=== reg_bridge ===
### Met3 routing, reg_bridge

Scale: 3 px per µm.
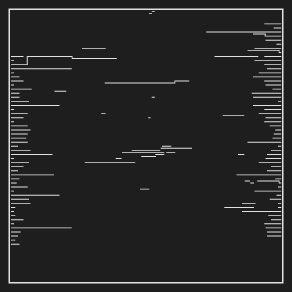

`config.mk`:
```
export PLATFORM = sky130hd
export DESIGN_NAME = reg_bridge
export DESIGN_NICKNAME = d
export VERILOG_FILES = /design/src/rtl/reg_bridge.sv
export SDC_FILE = /design/constraint.sdc
export NUM_CORES = 1
export LEC_CHECK = 0
export ABC_AREA = 1
export CORE_MARGIN = 2
export CORE_UTILIZATION = 46
export CTS_CLUSTER_DIAMETER = 50
export DETAILED_ROUTE_END_ITERATION = 10
export PLACE_DENSITY = 0.88
export SYNTH_ARGS = -nofsm -noshare
export SYNTH_HDL_FRONTEND = slang
export SYNTH_SLANG_ARGS = --single-unit
```
`constraint.sdc`:
```
create_clock -name sysClk_in -period 2.61 [get_ports sysClk_in]
set_clock_uncertainty 0.1 [all_clocks]
set_input_delay 0.522 -clock sysClk_in [delete_from_list [all_inputs] [get_ports sysClk_in]]
set_output_delay 0.522 -clock sysClk_in [all_outputs]
set_load 0.05 [all_outputs]
```
`src/rtl/reg_bridge.sv`:
```
`timescale 1ns/1ps
// Avalon-MM slave bridging single-word register accesses onto the reg_mux
// CPU-side channel/write/read handshakes, with a per-access timeout.
module reg_bridge #(
    parameter  int NUM_RGNS = 4,
    parameter  int TIMEOUT  = 255,
    localparam int CW       = (NUM_RGNS > 1) ? $clog2(NUM_RGNS) : 1
) (
    input  logic          sysClk_in,
    input  logic          sysRstN_in,
    input  logic [CW-1:0] avAddr_in,
    input  logic [31:0]   avWrData_in,
    input  logic          avWrite_in,
    input  logic          avRead_in,
    output logic          avWaitReq_out,
    output logic [31:0]   avRdData_out,
    output logic          avRdValid_out,
    output logic [CW-1:0] cpuChan_out,
    output logic [31:0]   cpuWrData_out,
    output logic          cpuWrValid_out,
    input  logic          cpuWrReady_in,
    input  logic [31:0]   cpuRdData_in,
    input  logic          cpuRdValid_in,
    output logic          cpuRdReady_out,
    output logic          timeoutErr_out,
    input  logic          errClear_in
);

    localparam int TW    = (TIMEOUT > 0) ? $clog2(TIMEOUT + 1) : 1;
    localparam int TLAST = (TIMEOUT > 0) ? TIMEOUT - 1 : 0;

    localparam logic [31:0] OOR_DATA = 32'hFFFF_FFFF;
    localparam logic [31:0] TMO_DATA = 32'hDEAD_BEEF;

    typedef enum logic [1:0] {
        IDLE  = 2'd0,
        WRITE = 2'd1,
        READ  = 2'd2,
        RESP  = 2'd3
    } state_t;

    state_t        state_q, state_d;
    logic [TW-1:0] cnt_q, cnt_d;
    logic [CW-1:0] chan_q, chan_d;
    logic [31:0]   wdata_q, wdata_d;
    logic [31:0]   rdata_q, rdata_d;
    logic          wr_valid_q, wr_valid_d;
    logic          rd_ready_q, rd_ready_d;
    logic          rd_valid_q, rd_valid_d;
    logic          err_q, err_d;

    logic in_range;
    logic timeout;

    assign in_range = (32'(avAddr_in) < 32'(NUM_RGNS));
    // The last waiting cycle is the one where the counter holds TIMEOUT-1.
    assign timeout  = (TIMEOUT != 0) && (cnt_q == TW'(TLAST));

    always_comb begin
        state_d    = state_q;
        cnt_d      = cnt_q;
        chan_d     = chan_q;
        wdata_d    = wdata_q;
        rdata_d    = rdata_q;
        wr_valid_d = 1'b0;
        rd_ready_d = 1'b0;
        rd_valid_d = 1'b0;
        err_d      = errClear_in ? 1'b0 : err_q;

        unique case (state_q)
            IDLE: begin
                if (avWrite_in) begin
                    chan_d  = avAddr_in;
                    wdata_d = avWrData_in;
                    if (in_range) begin
                        state_d    = WRITE;
                        wr_valid_d = 1'b1;
                        cnt_d      = '0;
                    end
                end else if (avRead_in) begin
                    chan_d = avAddr_in;
                    if (in_range) begin
                        state_d    = READ;
                        rd_ready_d = 1'b1;
                        cnt_d      = '0;
                    end else begin
                        state_d    = RESP;
                        rd_valid_d = 1'b1;
                        rdata_d    = OOR_DATA;
                    end
                end
            end
            WRITE: begin
                if (cpuWrReady_in) begin
                    state_d = IDLE;
                end else if (timeout) begin
                    state_d = IDLE;
                    err_d   = 1'b1;
                end else begin
                    wr_valid_d = 1'b1;
                    cnt_d      = cnt_q + 1'b1;
                end
            end
            READ: begin
                if (cpuRdValid_in) begin
                    state_d    = RESP;
                    rd_valid_d = 1'b1;
                    rdata_d    = cpuRdData_in;
                end else if (timeout) begin
                    state_d    = RESP;
                    rd_valid_d = 1'b1;
                    rdata_d    = TMO_DATA;
                    err_d      = 1'b1;
                end else begin
                    rd_ready_d = 1'b1;
                    cnt_d      = cnt_q + 1'b1;
                end
            end
            RESP: begin
                state_d = IDLE;
            end
            default: begin
                state_d = IDLE;
            end
        endcase
    end

    always_ff @(posedge sysClk_in or negedge sysRstN_in) begin
        if (!sysRstN_in) begin
            state_q    <= IDLE;
            cnt_q      <= '0;
            chan_q     <= '0;
            wdata_q    <= '0;
            rdata_q    <= '0;
            wr_valid_q <= 1'b0;
            rd_ready_q <= 1'b0;
            rd_valid_q <= 1'b0;
            err_q      <= 1'b0;
        end else begin
            state_q    <= state_d;
            cnt_q      <= cnt_d;
            chan_q     <= chan_d;
            wdata_q    <= wdata_d;
            rdata_q    <= rdata_d;
            wr_valid_q <= wr_valid_d;
            rd_ready_q <= rd_ready_d;
            rd_valid_q <= rd_valid_d;
            err_q      <= err_d;
        end
    end

    assign avWaitReq_out  = (state_q != IDLE);
    assign avRdData_out   = rdata_q;
    assign avRdValid_out  = rd_valid_q;
    assign cpuChan_out    = chan_q;
    assign cpuWrData_out  = wdata_q;
    assign cpuWrValid_out = wr_valid_q;
    assign cpuRdReady_out = rd_ready_q;
    assign timeoutErr_out = err_q;

endmodule
```
=== fetch_pc_stage_flat ===
### src/rtl/fetch_pc_if.sv
// Bundle between the fetch PC stage and its surroundings (PC-select, icache, decode).
// slave = the fetch stage itself, master = the environment driving it.
interface fetch_pc_if;
    logic [1:0]  pc_sel;
    logic        flush;
    logic        stall;
    logic [31:0] alu_target;
    logic [31:0] icache_dout;
    logic [31:0] icache_addr;
    logic        icache_re;
    logic [31:0] inst_if;
    logic [31:0] pc_if;
    logic        valid_if;
    logic [31:0] prev_inst;
    logic [31:0] flush_count;
    logic [31:0] inst_count;

    modport slave (
        input  pc_sel, flush, stall, alu_target, icache_dout,
        output icache_addr, icache_re, inst_if, pc_if, valid_if,
               prev_inst, flush_count, inst_count
    );

    modport master (
        output pc_sel, flush, stall, alu_target, icache_dout,
        input  icache_addr, icache_re, inst_if, pc_if, valid_if,
               prev_inst, flush_count, inst_count
    );
endinterface

### src/rtl/fetch_pc_stage.sv
// IF stage: PC register, icache read address, IF->ID instruction and prev_inst.
// Define FETCH_PERF_COUNT_EN to build the flush/instruction performance counters.
module fetch_pc_stage #(
    parameter logic [31:0] RESET_PC = 32'h4000_0000,
    parameter logic [31:0] NOP_INST = 32'h0000_0013
) (
    input  logic        clk,
    input  logic        rst_n,
    fetch_pc_if.slave   io_fetch
);
    typedef enum logic [1:0] {
        ST_RESET = 2'd0,
        ST_BOOT  = 2'd1,
        ST_RUN   = 2'd2
    } state_t;

    state_t      r_state;
    state_t      w_state_next;
    logic [31:0] r_pc;
    logic [31:0] r_prev_inst;
    logic [31:0] w_next_pc;
    logic [31:0] w_target;
    logic [31:0] w_inst;
    logic        w_re;
    logic        w_kill;
    logic        w_valid;
    logic        w_prev_en;

    assign w_target = io_fetch.alu_target & ~32'h0000_0003;

    always_ff @(posedge clk or negedge rst_n) begin
        if (!rst_n) begin
            r_state <= ST_RESET;
        end else begin
            r_state <= w_state_next;
        end
    end

    always_comb begin
        w_state_next = r_state;
        w_next_pc    = r_pc;
        w_re         = 1'b0;
        w_kill       = 1'b1;
        case (r_state)
            ST_RESET: begin
                w_state_next = ST_BOOT;
            end
            ST_BOOT: begin
                w_state_next = ST_RUN;
                w_next_pc    = RESET_PC;
                w_re         = 1'b1;
            end
            ST_RUN: begin
                // A flush redirects even while stalled, so it must also re-enable the read.
                w_re   = io_fetch.flush | ~io_fetch.stall;
                w_kill = io_fetch.flush | (io_fetch.pc_sel == 2'b00);
                if (io_fetch.flush) begin
                    w_next_pc = w_target;
                end else if (io_fetch.stall) begin
                    w_next_pc = r_pc;
                end else begin
                    case (io_fetch.pc_sel)
                        2'b00:   w_next_pc = r_pc;
                        2'b01:   w_next_pc = w_target;
                        default: w_next_pc = r_pc + 32'd4;
                    endcase
                end
            end
            default: begin
                w_state_next = ST_RESET;
            end
        endcase
    end

    assign w_valid   = ~w_kill;
    assign w_inst    = w_kill ? NOP_INST : io_fetch.icache_dout;
    assign w_prev_en = ~io_fetch.stall | io_fetch.flush;

    always_ff @(posedge clk or negedge rst_n) begin
        if (!rst_n) begin
            r_pc        <= RESET_PC;
            r_prev_inst <= NOP_INST;
        end else begin
            r_pc <= w_next_pc;
            if (w_prev_en) begin
                r_prev_inst <= w_inst;
            end
        end
    end

    assign io_fetch.icache_addr = w_next_pc;
    assign io_fetch.icache_re   = w_re;
    assign io_fetch.inst_if     = w_inst;
    assign io_fetch.pc_if       = r_pc;
    assign io_fetch.valid_if    = w_valid;
    assign io_fetch.prev_inst   = r_prev_inst;

`ifdef FETCH_PERF_COUNT_EN
    // Index 0 counts redirects, index 1 counts instructions actually accepted by decode.
    logic [1:0] w_cnt_inc;
    assign w_cnt_inc[0] = (r_state == ST_RUN) & io_fetch.flush;
    assign w_cnt_inc[1] = w_valid & ~io_fetch.stall;

    for (genvar gi = 0; gi < 2; gi++) begin : g_cnt
        logic [31:0] r_cnt;
        always_ff @(posedge clk or negedge rst_n) begin
            if (!rst_n) begin
                r_cnt <= 32'd0;
            end else if (w_cnt_inc[gi]) begin
                r_cnt <= r_cnt + 32'd1;
            end
        end
    end

    assign io_fetch.flush_count = g_cnt[0].r_cnt;
    assign io_fetch.inst_count  = g_cnt[1].r_cnt;
`else
    assign io_fetch.flush_count = 32'd0;
    assign io_fetch.inst_count  = 32'd0;
`endif
endmodule

### src/flat_wrapper.sv
// flat-port wrapper written by rule: the top's interface ports become plain ports
module fetch_pc_stage_flat 
#(
    parameter logic [31:0] RESET_PC = 32'h4000_0000,
    parameter logic [31:0] NOP_INST = 32'h0000_0013
)
  (clk, rst_n, io_fetch_pc_sel, io_fetch_flush, io_fetch_stall, io_fetch_alu_target, io_fetch_icache_dout, io_fetch_icache_addr, io_fetch_icache_re, io_fetch_inst_if, io_fetch_pc_if, io_fetch_valid_if, io_fetch_prev_inst, io_fetch_flush_count, io_fetch_inst_count);
  fetch_pc_if io_fetch_i ();
  input  logic clk;
  input  logic rst_n;
  input wire logic [$bits(io_fetch_i.pc_sel)-1:0] io_fetch_pc_sel;
  input wire logic [$bits(io_fetch_i.flush)-1:0] io_fetch_flush;
  input wire logic [$bits(io_fetch_i.stall)-1:0] io_fetch_stall;
  input wire logic [$bits(io_fetch_i.alu_target)-1:0] io_fetch_alu_target;
  input wire logic [$bits(io_fetch_i.icache_dout)-1:0] io_fetch_icache_dout;
  output wire logic [$bits(io_fetch_i.icache_addr)-1:0] io_fetch_icache_addr;
  output wire logic [$bits(io_fetch_i.icache_re)-1:0] io_fetch_icache_re;
  output wire logic [$bits(io_fetch_i.inst_if)-1:0] io_fetch_inst_if;
  output wire logic [$bits(io_fetch_i.pc_if)-1:0] io_fetch_pc_if;
  output wire logic [$bits(io_fetch_i.valid_if)-1:0] io_fetch_valid_if;
  output wire logic [$bits(io_fetch_i.prev_inst)-1:0] io_fetch_prev_inst;
  output wire logic [$bits(io_fetch_i.flush_count)-1:0] io_fetch_flush_count;
  output wire logic [$bits(io_fetch_i.inst_count)-1:0] io_fetch_inst_count;
  assign io_fetch_i.pc_sel = io_fetch_pc_sel;
  assign io_fetch_i.flush = io_fetch_flush;
  assign io_fetch_i.stall = io_fetch_stall;
  assign io_fetch_i.alu_target = io_fetch_alu_target;
  assign io_fetch_i.icache_dout = io_fetch_icache_dout;
  assign io_fetch_icache_addr = io_fetch_i.icache_addr;
  assign io_fetch_icache_re = io_fetch_i.icache_re;
  assign io_fetch_inst_if = io_fetch_i.inst_if;
  assign io_fetch_pc_if = io_fetch_i.pc_if;
  assign io_fetch_valid_if = io_fetch_i.valid_if;
  assign io_fetch_prev_inst = io_fetch_i.prev_inst;
  assign io_fetch_flush_count = io_fetch_i.flush_count;
  assign io_fetch_inst_count = io_fetch_i.inst_count;
  fetch_pc_stage #(.RESET_PC(RESET_PC), .NOP_INST(NOP_INST)) u_core (.clk(clk), .rst_n(rst_n), .io_fetch(io_fetch_i));
endmodule
### config.mk
export PLATFORM = sky130hd
export DESIGN_NAME = fetch_pc_stage_flat
export DESIGN_NICKNAME = d
export VERILOG_FILES = /design/src/rtl/fetch_pc_if.sv /design/src/rtl/fetch_pc_stage.sv /design/src/flat_wrapper.sv
export SDC_FILE = /design/constraint.sdc
export NUM_CORES = 1
export LEC_CHECK = 0
export ABC_AREA = 1
export CAP_MARGIN = 5
export CORE_UTILIZATION = 41
export DETAILED_ROUTE_END_ITERATION = 6
export PLACE_DENSITY = 0.83
export SYNTH_ARGS = -nofsm -noshare
export SYNTH_HDL_FRONTEND = slang
export SYNTH_SLANG_ARGS = --single-unit
export TNS_END_PERCENT = 20
### constraint.sdc
create_clock -name clk -period 2.78 [get_ports clk]
set_input_delay 0.834 -clock clk [delete_from_list [all_inputs] [get_ports clk]]
set_output_delay 0.834 -clock clk [all_outputs]
set_load 0.02 [all_outputs]
=== lvds_tx_peripheral_flat ===
### config.mk
export PLATFORM = sky130hd
export DESIGN_NAME = lvds_tx_peripheral_flat
export DESIGN_NICKNAME = d
export VERILOG_FILES = /design/src/rtl/lvds_tx_peripheral_pkg.sv /design/src/rtl/lvds_tx_peripheral_if.sv /design/src/rtl/lvds_tx_peripheral_ser_lane.sv /design/src/rtl/lvds_tx_peripheral.sv /design/src/flat_wrapper.sv
export SDC_FILE = /design/constraint.sdc
export NUM_CORES = 1
export LEC_CHECK = 0
export CAP_MARGIN = 20
export CORE_MARGIN = 2
export CORE_UTILIZATION = 55
export CTS_CLUSTER_DIAMETER = 50
export DETAILED_ROUTE_END_ITERATION = 16
export HOLD_SLACK_MARGIN = 0.1
export PLACE_DENSITY = 0.79
export SKIP_CTS_REPAIR_TIMING = 1
export SYNTH_ARGS = -nofsm -noshare
export SYNTH_HDL_FRONTEND = slang
export SYNTH_HIERARCHICAL = 1
export SYNTH_SLANG_ARGS = --single-unit
### constraint.sdc
create_clock -name clk -period 5.05 [get_ports clk]
set_clock_uncertainty 0.2 [all_clocks]
set_input_delay 0.7575 -clock clk [delete_from_list [all_inputs] [get_ports clk]]
set_output_delay 0.7575 -clock clk [all_outputs]
set_load 0.01 [all_outputs]
### src/rtl/lvds_tx_peripheral_pkg.sv
// Shared definitions for the LVDS transmit peripheral: test-pattern modes,
// register addresses, CTRL field positions and the PRBS7 generator step.
package lvds_pkg;

    typedef enum logic [1:0] {
        LVDS_NORMAL = 2'd0,
        LVDS_PRBS   = 2'd1,
        LVDS_ALT    = 2'd2,
        LVDS_IDLE   = 2'd3
    } lvds_mode_e;

    localparam int ADDR_CTRL        = 0;
    localparam int ADDR_STATUS      = 1;
    localparam int ADDR_SHADOW_BASE = 2;

    localparam int CTRL_EN_BIT     = 0;
    localparam int CTRL_MODE_LSB   = 1;
    localparam int CTRL_COMMIT_BIT = 3;

    localparam logic [6:0] PRBS_SEED = 7'h7F;

    // x^7 + x^6 + 1, shifting towards the MSB; the MSB is the emitted bit
    function automatic logic [6:0] prbs7_step(input logic [6:0] state);
        return {state[5:0], state[6] ^ state[5]};
    endfunction

endpackage

### src/rtl/lvds_tx_peripheral_if.sv
// CPU-side register bus of the LVDS transmit peripheral.
interface lvds_bus_if #(
    parameter int ADDR_W = 4,
    parameter int DATA_W = 16
);
    logic              cs;
    logic              wr;
    logic              rd;
    logic [ADDR_W-1:0] addr;
    logic [DATA_W-1:0] d_in;
    logic [DATA_W-1:0] d_out;

    modport master (output cs, wr, rd, addr, d_in, input d_out);
    modport slave  (input cs, wr, rd, addr, d_in, output d_out);
endinterface

### src/rtl/lvds_tx_peripheral_ser_lane.sv
// One serial data lane: ACTIVE frame register loaded on commit, MSB-first
// bit select and the test-pattern mux feeding a registered pad output.
module lvds_ser_lane
    import lvds_pkg::*;
#(
    parameter int SER_FACTOR = 7
) (
    input  logic                          clk,
    input  logic                          rst,
    input  logic                          en,
    input  lvds_mode_e                    mode,
    input  logic [$clog2(SER_FACTOR)-1:0] bit_cnt,
    input  logic                          prbs_bit,
    input  logic                          load,
    input  logic [SER_FACTOR-1:0]         load_data,
    output logic                          ser_out
);
    localparam int CNT_W = $clog2(SER_FACTOR);

    logic [SER_FACTOR-1:0] active_q, active_d;
    logic                  ser_q, ser_d;
    logic [CNT_W-1:0]      bit_idx;

    assign bit_idx = CNT_W'(SER_FACTOR - 1) - bit_cnt;

    always_comb begin
        active_d = load ? load_data : active_q;
        ser_d    = 1'b0;
        if (en) begin
            case (mode)
                LVDS_NORMAL: ser_d = active_q[bit_idx];
                LVDS_PRBS:   ser_d = prbs_bit;
                LVDS_ALT:    ser_d = ~bit_cnt[0];
                LVDS_IDLE:   ser_d = 1'b0;
                default:     ser_d = 1'b0;
            endcase
        end
    end

    always_ff @(posedge clk or negedge rst) begin
        if (!rst) begin
            active_q <= '0;
            ser_q    <= 1'b0;
        end else begin
            active_q <= active_d;
            ser_q    <= ser_d;
        end
    end

    assign ser_out = ser_q;

endmodule

### src/rtl/lvds_tx_peripheral.sv
// Bus-mapped LVDS transmitter: register decode, shadow registers, bit/frame
// counters, PRBS generator and forwarded clock lane around NUM_CH lanes.
module lvds_tx_peripheral
    import lvds_pkg::*;
#(
    parameter int NUM_CH     = 3,
    parameter int SER_FACTOR = 7,
    parameter int DATA_W     = 16,
    parameter int ADDR_W     = 4
) (
    input  logic              clk,
    input  logic              rst,
    lvds_bus_if.slave         bus,
    output logic [NUM_CH-1:0] ch_p,
    output logic [NUM_CH-1:0] ch_n,
    output logic              clock_p,
    output logic              clock_n
);
    localparam int CNT_W = $clog2(SER_FACTOR);

    logic                         en_q, en_d;
    lvds_mode_e                   mode_q, mode_d;
    logic                         commit_pend_q, commit_pend_d;
    logic [CNT_W-1:0]             bit_cnt_q, bit_cnt_d;
    logic [15:0]                  frame_cnt_q, frame_cnt_d;
    logic [6:0]                   prbs_q, prbs_d;
    logic                         clock_q, clock_d;
    logic [DATA_W-1:0]            d_out_q, d_out_d;

    logic                         wr_en, rd_en, ctrl_wr;
    logic                         frame_end, transfer;
    logic [DATA_W-1:0]            rd_data;
    logic [NUM_CH*SER_FACTOR-1:0] shadow_flat;

    assign wr_en     = bus.cs && bus.wr;
    assign rd_en     = bus.cs && bus.rd;
    assign ctrl_wr   = wr_en && (bus.addr == ADDR_W'(ADDR_CTRL));
    assign frame_end = en_q && (bit_cnt_q == CNT_W'(SER_FACTOR - 1));
    // A pending commit lands at the frame boundary, or straight away when idle
    assign transfer  = commit_pend_q && (frame_end || !en_q);

    always_comb begin
        en_d   = en_q;
        mode_d = mode_q;
        if (ctrl_wr) begin
            en_d   = bus.d_in[CTRL_EN_BIT];
            mode_d = lvds_mode_e'(bus.d_in[CTRL_MODE_LSB +: 2]);
        end
        // A fresh COMMIT on the transfer edge must survive for the next frame
        commit_pend_d = (commit_pend_q && !transfer) ||
                        (ctrl_wr && bus.d_in[CTRL_COMMIT_BIT]);

        if (!en_q || frame_end) begin
            bit_cnt_d = '0;
        end else begin
            bit_cnt_d = bit_cnt_q + CNT_W'(1);
        end
        frame_cnt_d = frame_end ? frame_cnt_q + 16'd1 : frame_cnt_q;
        prbs_d      = (en_q && mode_q == LVDS_PRBS) ? prbs7_step(prbs_q) : prbs_q;
        clock_d     = en_q && (bit_cnt_q < CNT_W'((SER_FACTOR + 1) / 2));
    end

    always_comb begin
        rd_data = '0;
        if (bus.addr == ADDR_W'(ADDR_CTRL)) begin
            rd_data = DATA_W'({commit_pend_q, mode_q, en_q});
        end else if (bus.addr == ADDR_W'(ADDR_STATUS)) begin
            rd_data = DATA_W'(frame_cnt_q);
        end else begin
            for (int k = 0; k < NUM_CH; k++) begin
                if (bus.addr == ADDR_W'(ADDR_SHADOW_BASE + k)) begin
                    rd_data = DATA_W'(shadow_flat[k*SER_FACTOR +: SER_FACTOR]);
                end
            end
        end
        d_out_d = rd_en ? rd_data : d_out_q;
    end

    always_ff @(posedge clk or negedge rst) begin
        if (!rst) begin
            en_q          <= 1'b0;
            mode_q        <= LVDS_NORMAL;
            commit_pend_q <= 1'b0;
            bit_cnt_q     <= '0;
            frame_cnt_q   <= '0;
            prbs_q        <= PRBS_SEED;
            clock_q       <= 1'b0;
            d_out_q       <= '0;
        end else begin
            en_q          <= en_d;
            mode_q        <= mode_d;
            commit_pend_q <= commit_pend_d;
            bit_cnt_q     <= bit_cnt_d;
            frame_cnt_q   <= frame_cnt_d;
            prbs_q        <= prbs_d;
            clock_q       <= clock_d;
            d_out_q       <= d_out_d;
        end
    end

    genvar gi;
    generate
        for (gi = 0; gi < NUM_CH; gi++) begin : g_lane
            logic [SER_FACTOR-1:0] shadow_q, shadow_d;
            logic                  shadow_wr;

            assign shadow_wr = wr_en && (bus.addr == ADDR_W'(ADDR_SHADOW_BASE + gi));

            always_comb begin
                shadow_d = shadow_q;
                if (shadow_wr) begin
                    shadow_d = bus.d_in[SER_FACTOR-1:0];
                end
            end

            always_ff @(posedge clk or negedge rst) begin
                if (!rst) begin
                    shadow_q <= '0;
                end else begin
                    shadow_q <= shadow_d;
                end
            end

            assign shadow_flat[gi*SER_FACTOR +: SER_FACTOR] = shadow_q;

            lvds_ser_lane #(
                .SER_FACTOR (SER_FACTOR)
            ) u_lane (
                .clk       (clk),
                .rst       (rst),
                .en        (en_q),
                .mode      (mode_q),
                .bit_cnt   (bit_cnt_q),
                .prbs_bit  (prbs_q[6]),
                .load      (transfer),
                .load_data (shadow_q),
                .ser_out   (ch_p[gi])
            );
        end
    endgenerate

    assign ch_n      = ~ch_p;
    assign clock_p   = clock_q;
    assign clock_n   = ~clock_q;
    assign bus.d_out = d_out_q;

endmodule

### src/flat_wrapper.sv
// flat-port wrapper written by rule: the top's interface ports become plain ports
module lvds_tx_peripheral_flat import lvds_pkg::*;
#(
    parameter int NUM_CH     = 3,
    parameter int SER_FACTOR = 7,
    parameter int DATA_W     = 16,
    parameter int ADDR_W     = 4
)
  (clk, rst, ch_p, ch_n, clock_p, clock_n, bus_cs, bus_wr, bus_rd, bus_addr, bus_d_in, bus_d_out);
  lvds_bus_if #(.ADDR_W(ADDR_W), .DATA_W(DATA_W)) bus_i ();
  input  logic clk;
  input  logic rst;
  output logic [NUM_CH-1:0] ch_p;
  output logic [NUM_CH-1:0] ch_n;
  output logic clock_p;
  output logic clock_n;
  input wire logic [$bits(bus_i.cs)-1:0] bus_cs;
  input wire logic [$bits(bus_i.wr)-1:0] bus_wr;
  input wire logic [$bits(bus_i.rd)-1:0] bus_rd;
  input wire logic [$bits(bus_i.addr)-1:0] bus_addr;
  input wire logic [$bits(bus_i.d_in)-1:0] bus_d_in;
  output wire logic [$bits(bus_i.d_out)-1:0] bus_d_out;
  assign bus_i.cs = bus_cs;
  assign bus_i.wr = bus_wr;
  assign bus_i.rd = bus_rd;
  assign bus_i.addr = bus_addr;
  assign bus_i.d_in = bus_d_in;
  assign bus_d_out = bus_i.d_out;
  lvds_tx_peripheral #(.NUM_CH(NUM_CH), .SER_FACTOR(SER_FACTOR), .DATA_W(DATA_W), .ADDR_W(ADDR_W)) u_core (.clk(clk), .rst(rst), .bus(bus_i), .ch_p(ch_p), .ch_n(ch_n), .clock_p(clock_p), .clock_n(clock_n));
endmodule
=== mul8u_dot_accum ===
### config.mk
export PLATFORM = sky130hd
export DESIGN_NAME = mul8u_dot_accum
export DESIGN_NICKNAME = d
export VERILOG_FILES = /design/src/rtl/mul8u_dot_accum.sv
export SDC_FILE = /design/constraint.sdc
export NUM_CORES = 1
export LEC_CHECK = 0
export ABC_AREA = 1
export CORE_MARGIN = 1.5
export CORE_UTILIZATION = 40
export CTS_CLUSTER_SIZE = 10
export DETAILED_ROUTE_END_ITERATION = 6
export DONT_BUFFER_PORTS = 1
export GPL_TIMING_DRIVEN = 0
export PLACE_DENSITY_LB_ADDON = 0.05
export REMOVE_ABC_BUFFERS = 1
export SLEW_MARGIN = 0
export SYNTH_ARGS = -nofsm -noshare
export SYNTH_HDL_FRONTEND = slang
export SYNTH_SLANG_ARGS = --single-unit
### constraint.sdc
create_clock -name clk -period 2.9 [get_ports clk]
set_input_delay 0.58 -clock clk [delete_from_list [all_inputs] [get_ports clk]]
set_output_delay 0.58 -clock clk [all_outputs]
set_load 0.1 [all_outputs]
### src/rtl/mul8u_dot_accum.sv
// mul8u_dot_accum: sums a stream of 16-bit unsigned products from an
// approximate 8x8 multiplier into a dot-product result and presents it
// through a valid/ready output. Overflow either clamps or wraps.
//
// state   | meaning
// --------+-----------------------------------------------------------
// S_IDLE  | no vector in progress, waiting for the first beat
// S_ACCUM | vector in progress, summing beats until in_last
// S_HOLD  | result presented on out_*, waiting for out_ready
module mul8u_dot_accum #(
    parameter int ACC_W    = 24,
    parameter int CNT_W    = 8,
    parameter bit SATURATE = 1'b1
) (
    input  logic             clk,
    input  logic             rst,
    input  logic             in_valid,
    output logic             in_ready,
    input  logic [15:0]      in_prod,
    input  logic             in_last,
    output logic             out_valid,
    input  logic             out_ready,
    output logic [ACC_W-1:0] out_sum,
    output logic [CNT_W-1:0] out_count,
    output logic             out_ovf
);

    typedef enum logic [1:0] {S_IDLE, S_ACCUM, S_HOLD} state_t;

    state_t           state, state_nxt;
    logic [ACC_W-1:0] acc, acc_nxt;
    logic [CNT_W-1:0] cnt, cnt_nxt;
    logic             ovf, ovf_nxt;

    logic             load_out;
    logic [ACC_W-1:0] sum_ld;
    logic [CNT_W-1:0] cnt_ld;
    logic             ovf_ld;

    logic             accept;
    logic [ACC_W-1:0] prod_ext;
    logic [ACC_W:0]   sum_ext;
    logic [CNT_W-1:0] cnt_inc;

    assign accept   = in_valid & in_ready;
    assign prod_ext = {{(ACC_W-16){1'b0}}, in_prod};
    // One extra bit so the carry out of the accumulator is the overflow flag.
    assign sum_ext  = {1'b0, acc} + {1'b0, prod_ext};
    assign cnt_inc  = (cnt == {CNT_W{1'b1}}) ? cnt : cnt + CNT_W'(1);

    // Next-state, accumulator update and output-register load decode.
    always_comb begin
        state_nxt = state;
        acc_nxt   = acc;
        cnt_nxt   = cnt;
        ovf_nxt   = ovf;
        load_out  = 1'b0;
        sum_ld    = '0;
        cnt_ld    = '0;
        ovf_ld    = 1'b0;
        case (state)
            S_IDLE: begin
                if (accept) begin
                    if (in_last) begin
                        // Single-element vector bypasses the accumulator.
                        load_out  = 1'b1;
                        sum_ld    = prod_ext;
                        cnt_ld    = CNT_W'(1);
                        ovf_ld    = 1'b0;
                        state_nxt = S_HOLD;
                    end else begin
                        acc_nxt   = prod_ext;
                        cnt_nxt   = CNT_W'(1);
                        ovf_nxt   = 1'b0;
                        state_nxt = S_ACCUM;
                    end
                end
            end
            S_ACCUM: begin
                if (accept) begin
                    cnt_nxt = cnt_inc;
                    if (sum_ext[ACC_W]) begin
                        ovf_nxt = 1'b1;
                        if (SATURATE) acc_nxt = {ACC_W{1'b1}};
                        else          acc_nxt = sum_ext[ACC_W-1:0];
                    end else begin
                        acc_nxt = sum_ext[ACC_W-1:0];
                    end
                    if (in_last) begin
                        load_out  = 1'b1;
                        sum_ld    = acc_nxt;
                        cnt_ld    = cnt_nxt;
                        ovf_ld    = ovf_nxt;
                        state_nxt = S_HOLD;
                    end
                end
            end
            S_HOLD: begin
                if (out_ready) begin
                    acc_nxt   = '0;
                    cnt_nxt   = '0;
                    ovf_nxt   = 1'b0;
                    state_nxt = S_IDLE;
                end
            end
            default: state_nxt = S_IDLE;
        endcase
    end

    // State and accumulator registers.
    always_ff @(posedge clk or posedge rst) begin
        if (rst) begin
            state <= S_IDLE;
            acc   <= '0;
            cnt   <= '0;
            ovf   <= 1'b0;
        end else begin
            state <= state_nxt;
            acc   <= acc_nxt;
            cnt   <= cnt_nxt;
            ovf   <= ovf_nxt;
        end
    end

    // Handshake flags registered from the next state so in_ready never
    // depends combinationally on out_ready.
    always_ff @(posedge clk or posedge rst) begin
        if (rst) begin
            in_ready  <= 1'b1;
            out_valid <= 1'b0;
        end else begin
            in_ready  <= (state_nxt != S_HOLD);
            out_valid <= (state_nxt == S_HOLD);
        end
    end

    // Result registers: loaded on the last beat, otherwise held.
    always_ff @(posedge clk or posedge rst) begin
        if (rst) begin
            out_sum   <= '0;
            out_count <= '0;
            out_ovf   <= 1'b0;
        end else if (load_out) begin
            out_sum   <= sum_ld;
            out_count <= cnt_ld;
            out_ovf   <= ovf_ld;
        end
    end

endmodule

### Met3 routing, fetch_pc_stage_flat

Scale: 2 px per µm.
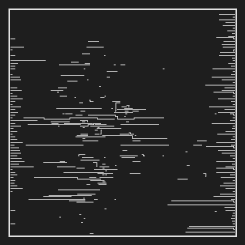
main direction	horizontal
nets with wire on the layer	215
share of all routed wire	8.0%
wire length on this layer	1510 µm
longest straight run	33.5 µm
via count: 6271
routing usage on met3: 0.05785
WL final: 18980 µm

==> summary.txt, fetch_pc_stage_flat <==
run metrics: run status finished with violations, failing checks setup timing, EDFF count, synth 0, NonClk Buf Share 0.3550, GRT Residual Overflow 0, Final min period between 3000 and 4000 ps, gr usage total 0.2890, Post-CTS Resized 420, WP depth 12, Layout area overhead 69.74%, wl on met1 7254 µm, Tot Pwr between 3 and 4 mW, Synth Flop Type dfrtp_1, final setup TNS -5912 ps, final setup fails 55, R2R Setup Slk ~860 ps, CTS Buf Count 9, Synth Area per Inst 6.317 µm², drt pass-1 iters 5, setup slack after layout -234.3 ps, OpenROAD warnings 32, WL/cell about 15 µm, Dominant comb cell simple AND/OR/NAND/NOR gates, logic area between 3000 and 4000 µm², startpoint types flip-flop, Clock-cell share 0.03313, Slew headroom 0.6465
fetch_pc_stage_flat: flip-flops by register name (all words and copies together), names as in the netlist:
signal and cells:
u_core.io_fetch.pc_if 32, u_core.io_fetch.prev_inst 32, u_core.r_state 2
fetch_pc_stage_flat: where the power goes:
group / leakage, nW / switching [mW] / internal, mW
clock network: 0.139 / 0.419 / 0.650
logic: 3.35 / 0.813 / 0.626
registers: 0.807 / 0.0743 / 1.04
### Cell sizes after repair, lvds_tx_peripheral_flat

Scale: 4 px per µm.
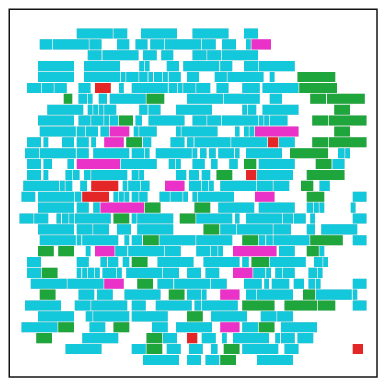
size	colour	cells
drive 6 and up	magenta	14
drive 1 or less	cyan	319
drive 2	green	51
drive 3 to 4	red	7

### Met3 routing, lvds_tx_peripheral_flat

Scale: 3 px per µm.
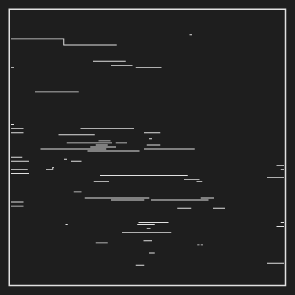
main direction	horizontal
nets with wire on the layer	43
share of all routed wire	4.6%
wire length on this layer	415 µm
via count: 2899
WL final: 8979 µm
routing usage on met3: 0.03154

==> summary.txt, lvds_tx_peripheral_flat <==
run metrics: Synth Area per Inst about 12 µm², clock buffers 12, most common logic cells in the final layout dfrtp_1, clkdlybuf4s50_1, mux2_2, Dominant comb cell multiplexers, Largest cell class flip-flops and latches, invs w/o clock 13, placed wire-length estimate between 6000 and 7000 µm, R2R Setup Slk about 2600 ps, clock network fraction of design power 0.364, Register Area approximately 2300 µm², Pint about 1.3 mW, Synth top cell by count dfrtp_1, routed length on met3 between 400 and 500 µm, EDFF count, synth 0, Largest Pwr Group sequential cells, first-pass GRT wire length between 15000 and 20000 µm, run status completed, CP Data Arrival Time about 3000 ps, type of destination of the critical path flip-flop, gate count of the mapped netlist 344, fin. max-slew vios 0, CTS Root Cell clkbuf_8, most used logic cell in the final layout dfrtp_1
## lvds_tx_peripheral_flat: per-stage QoR
step / hold WS, ps / total power, mW / setup WS, ps
finish: 211.5 / 1.764 / 2054
global route: 253.7 / 1.841 / 1978
CTS: 232.0 / 1.774 / 2111
detailed placement: 269.8 / 1.130 / 1734
global placement: 261.8 / 1.118 / 1750
floorplan: 246.4 / 1.017 / 2958
## lvds_tx_peripheral_flat: critical path, cell delays in order
cell and delay (ps):
clkdlybuf4s50_1 850, nor3b_4 520, nor3b_4 490, mux2_2 400
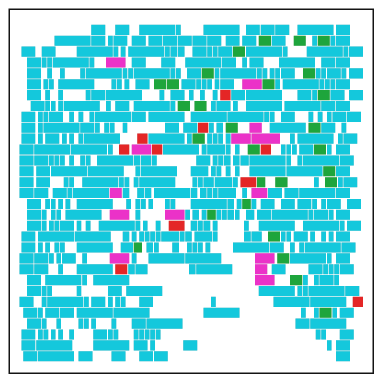
*Cell sizes after repair, reg_bridge*
Scale: 4 px per µm.
size	colour	cells
drive 1 or less	cyan	491
drive 6 and up	magenta	14
drive 3 to 4	red	10
drive 2	green	28

### Logic cells by family, reg_bridge

Scale: 4 px per µm.
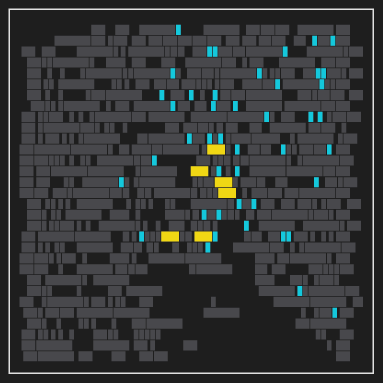
family	colour	cells
adder and majority cells	yellow	6
inverters	cyan	44

## Picture notes: 'Met3 routing' of reg_bridge
nets with wire on the layer	117
main direction	horizontal
longest straight run	24.7 µm

==> summary.txt, reg_bridge <==
run metrics: routing usage on met3 0.04925, CTS tree done, R2R Setup Slk 690 ps, die area just over 8000 µm², CP bufs+invs 1, gr usage total 0.2191, Synth top cell by count nand2_1, Worst path slowest cell clkdlybuf4s50_1, Crit Path Class flip-flop to primary output, run status completed, Floorplan Nets approximately 470, met1 usage 0.2786, I/O pin total approximately 140, final setup TNS 0 ps, startpoint types flip-flop, Leakage around 2.5 nW, Seq. pwr between 2 and 2.5 mW, pin count of the biggest net entering global routing ~44, wl on met1 about 3700 µm, DRT iter0 DRCs 149, pre-CTS WS slightly below 500 ps, CTS Root Cell clkbuf_8, flop share of the area 0.3881, net load switching power about 3.6 mW, vias in the first global route just over 3000, clock network fraction of design power 0.122, Top cells by area dfrtp_1, nand2_1, a21oi_2, core area ~7300 µm²
reg_bridge: final timing paths:
check / start / to
max: cpuWrData_out[2]$_DFFE_PN0P_ / cpuWrData_out[2]
min: sysRstN_in / avRdData_out[17]$_DFFE_PN0P_
max reg2reg: state_q[0]$_DFFE_PN0P_ / cnt_q[3]$_DFFE_PN0P_
min reg2reg: cpuWrData_out[27]$_DFFE_PN0P_ / cpuWrData_out[27]$_DFFE_PN0P_
max in group asynchronous: sysRstN_in / avRdData_out[12]$_DFFE_PN0P_
min in group sysClk_in: cpuWrData_out[27]$_DFFE_PN0P_ / cpuWrData_out[27]$_DFFE_PN0P_
### Met3 routing, mul8u_dot_accum

Scale: 2 px per µm.
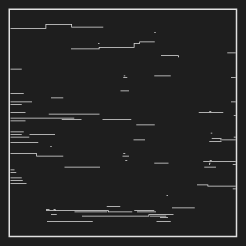
longest straight run	33.4 µm
wire length on this layer	660 µm
main direction	horizontal
nets with wire on the layer	46
routing usage on met3: 0.04339
WL final: 13660 µm
via count: 4564

==> summary.txt, mul8u_dot_accum <==
run metrics: Crit Path Class flip-flop to flip-flop, run status completed, DRT iter0 DRCs approximately 260, biggest regs acc x24, out_sum x24, pin count of the biggest net entering global routing 46, net load switching power 3.634 mW, bufs w/o clock 2, OpenROAD warnings 28, Yosys reg bits ~70, Die Width approximately 110 µm, routability cong. 0.9359, VDD IR-drop max around 0.74 mV, number of port buffers 0, most instantiated cells after synthesis nand2_1, inv_1, dfrtp_1, nand3_1, nor2_1, CP Data Arrival Time slightly below 3000 ps, TAP cells approximately 140, Clock Skews approximately 8.7 ps, Tot Pwr ~6.7 mW, GRT Residual Overflow 0, Worst Hold Class input port to asynchronous set/reset pin, vias in the first global route 4559, CTS Root Cell clkbuf_16
mul8u_dot_accum: power by group through the flow:
stage | Combinational [mW] | Sequential [mW] | Clock [mW]
5_1_grt | 3.33 | 2.52 | 1.37
3_5_place_dp | 2.84 | 2.50 | 0
2_1_floorplan | 2.10 | 2.45 | 0
6_report | 2.92 | 2.49 | 1.30
4_1_cts | 2.88 | 2.49 | 1.33
3_3_place_gp | 2.72 | 2.50 | 0
mul8u_dot_accum: layer usage:
metal,global-route usage,wire length [µm]
met5,0,0
met4,0.1083,363
met3,0.04339,659
met2,0.3626,6222
met1,0.3005,6419

==> layout pictures side by side <==
Track usage over the die.
shot_01.png
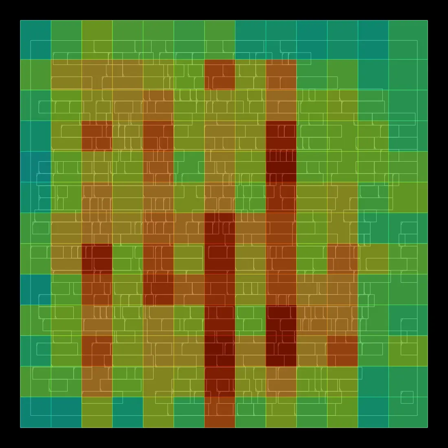
shot_02.png
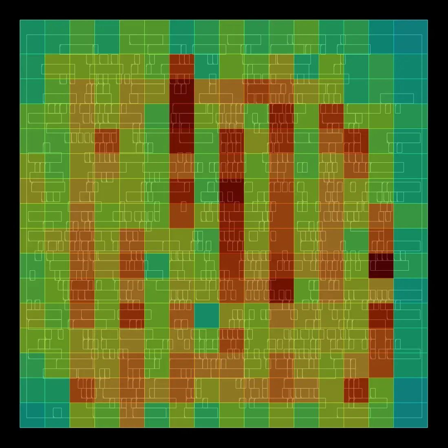
shot_03.png
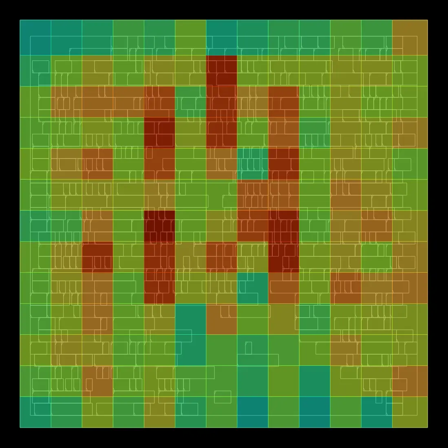
shot_04.png
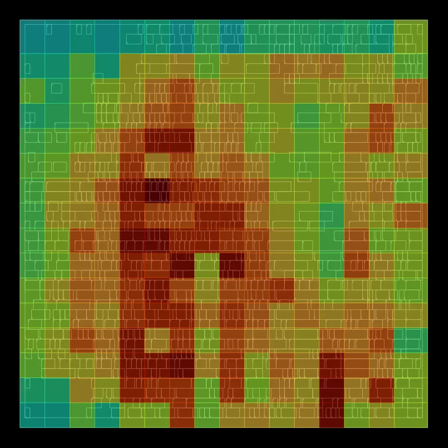
| from | picture |
|---|---|
| mul8u_dot_accum | shot_02.png |
| fetch_pc_stage_flat | shot_04.png |
| lvds_tx_peripheral_flat | shot_01.png |
| reg_bridge | shot_03.png |
- highest track usage: shot_04.png



## Gallery

Logic cells by family.
Scale: 4 px per µm.
Plate I
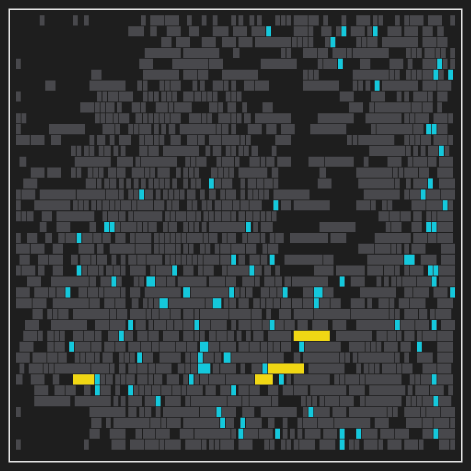
Plate II
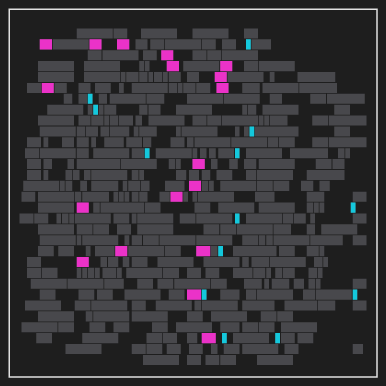
Plate III
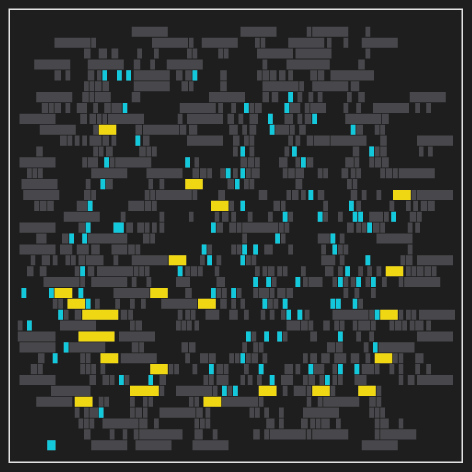
| from | picture |
|---|---|
| fetch_pc_stage_flat | Plate I |
| mul8u_dot_accum | Plate III |
| lvds_tx_peripheral_flat | Plate II |


==> layout pictures side by side <==
Metal 2.
image #1
Scale: 2 px per µm.
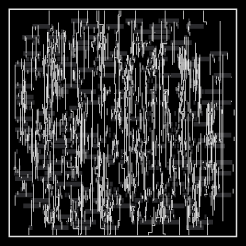
image #2
Scale: 2 px per µm.
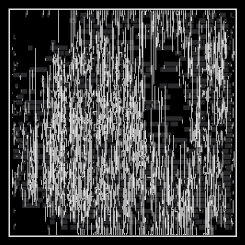
image #3
Scale: 3 px per µm.
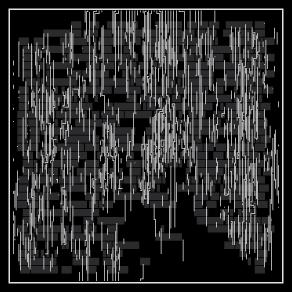
image #4
Scale: 3 px per µm.
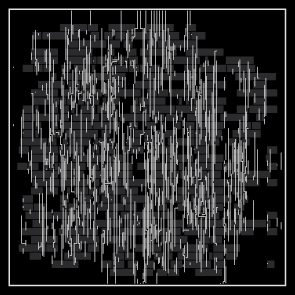
| picture | from |
|---|---|
| image #4 | lvds_tx_peripheral_flat |
| image #1 | mul8u_dot_accum |
| image #3 | reg_bridge |
| image #2 | fetch_pc_stage_flat |

Key to image #1:
main direction	vertical
longest straight run	83.3 µm
nets with wire on the layer	588
share of all routed wire	46%

Power is estimated from default activity; no workload was simulated.
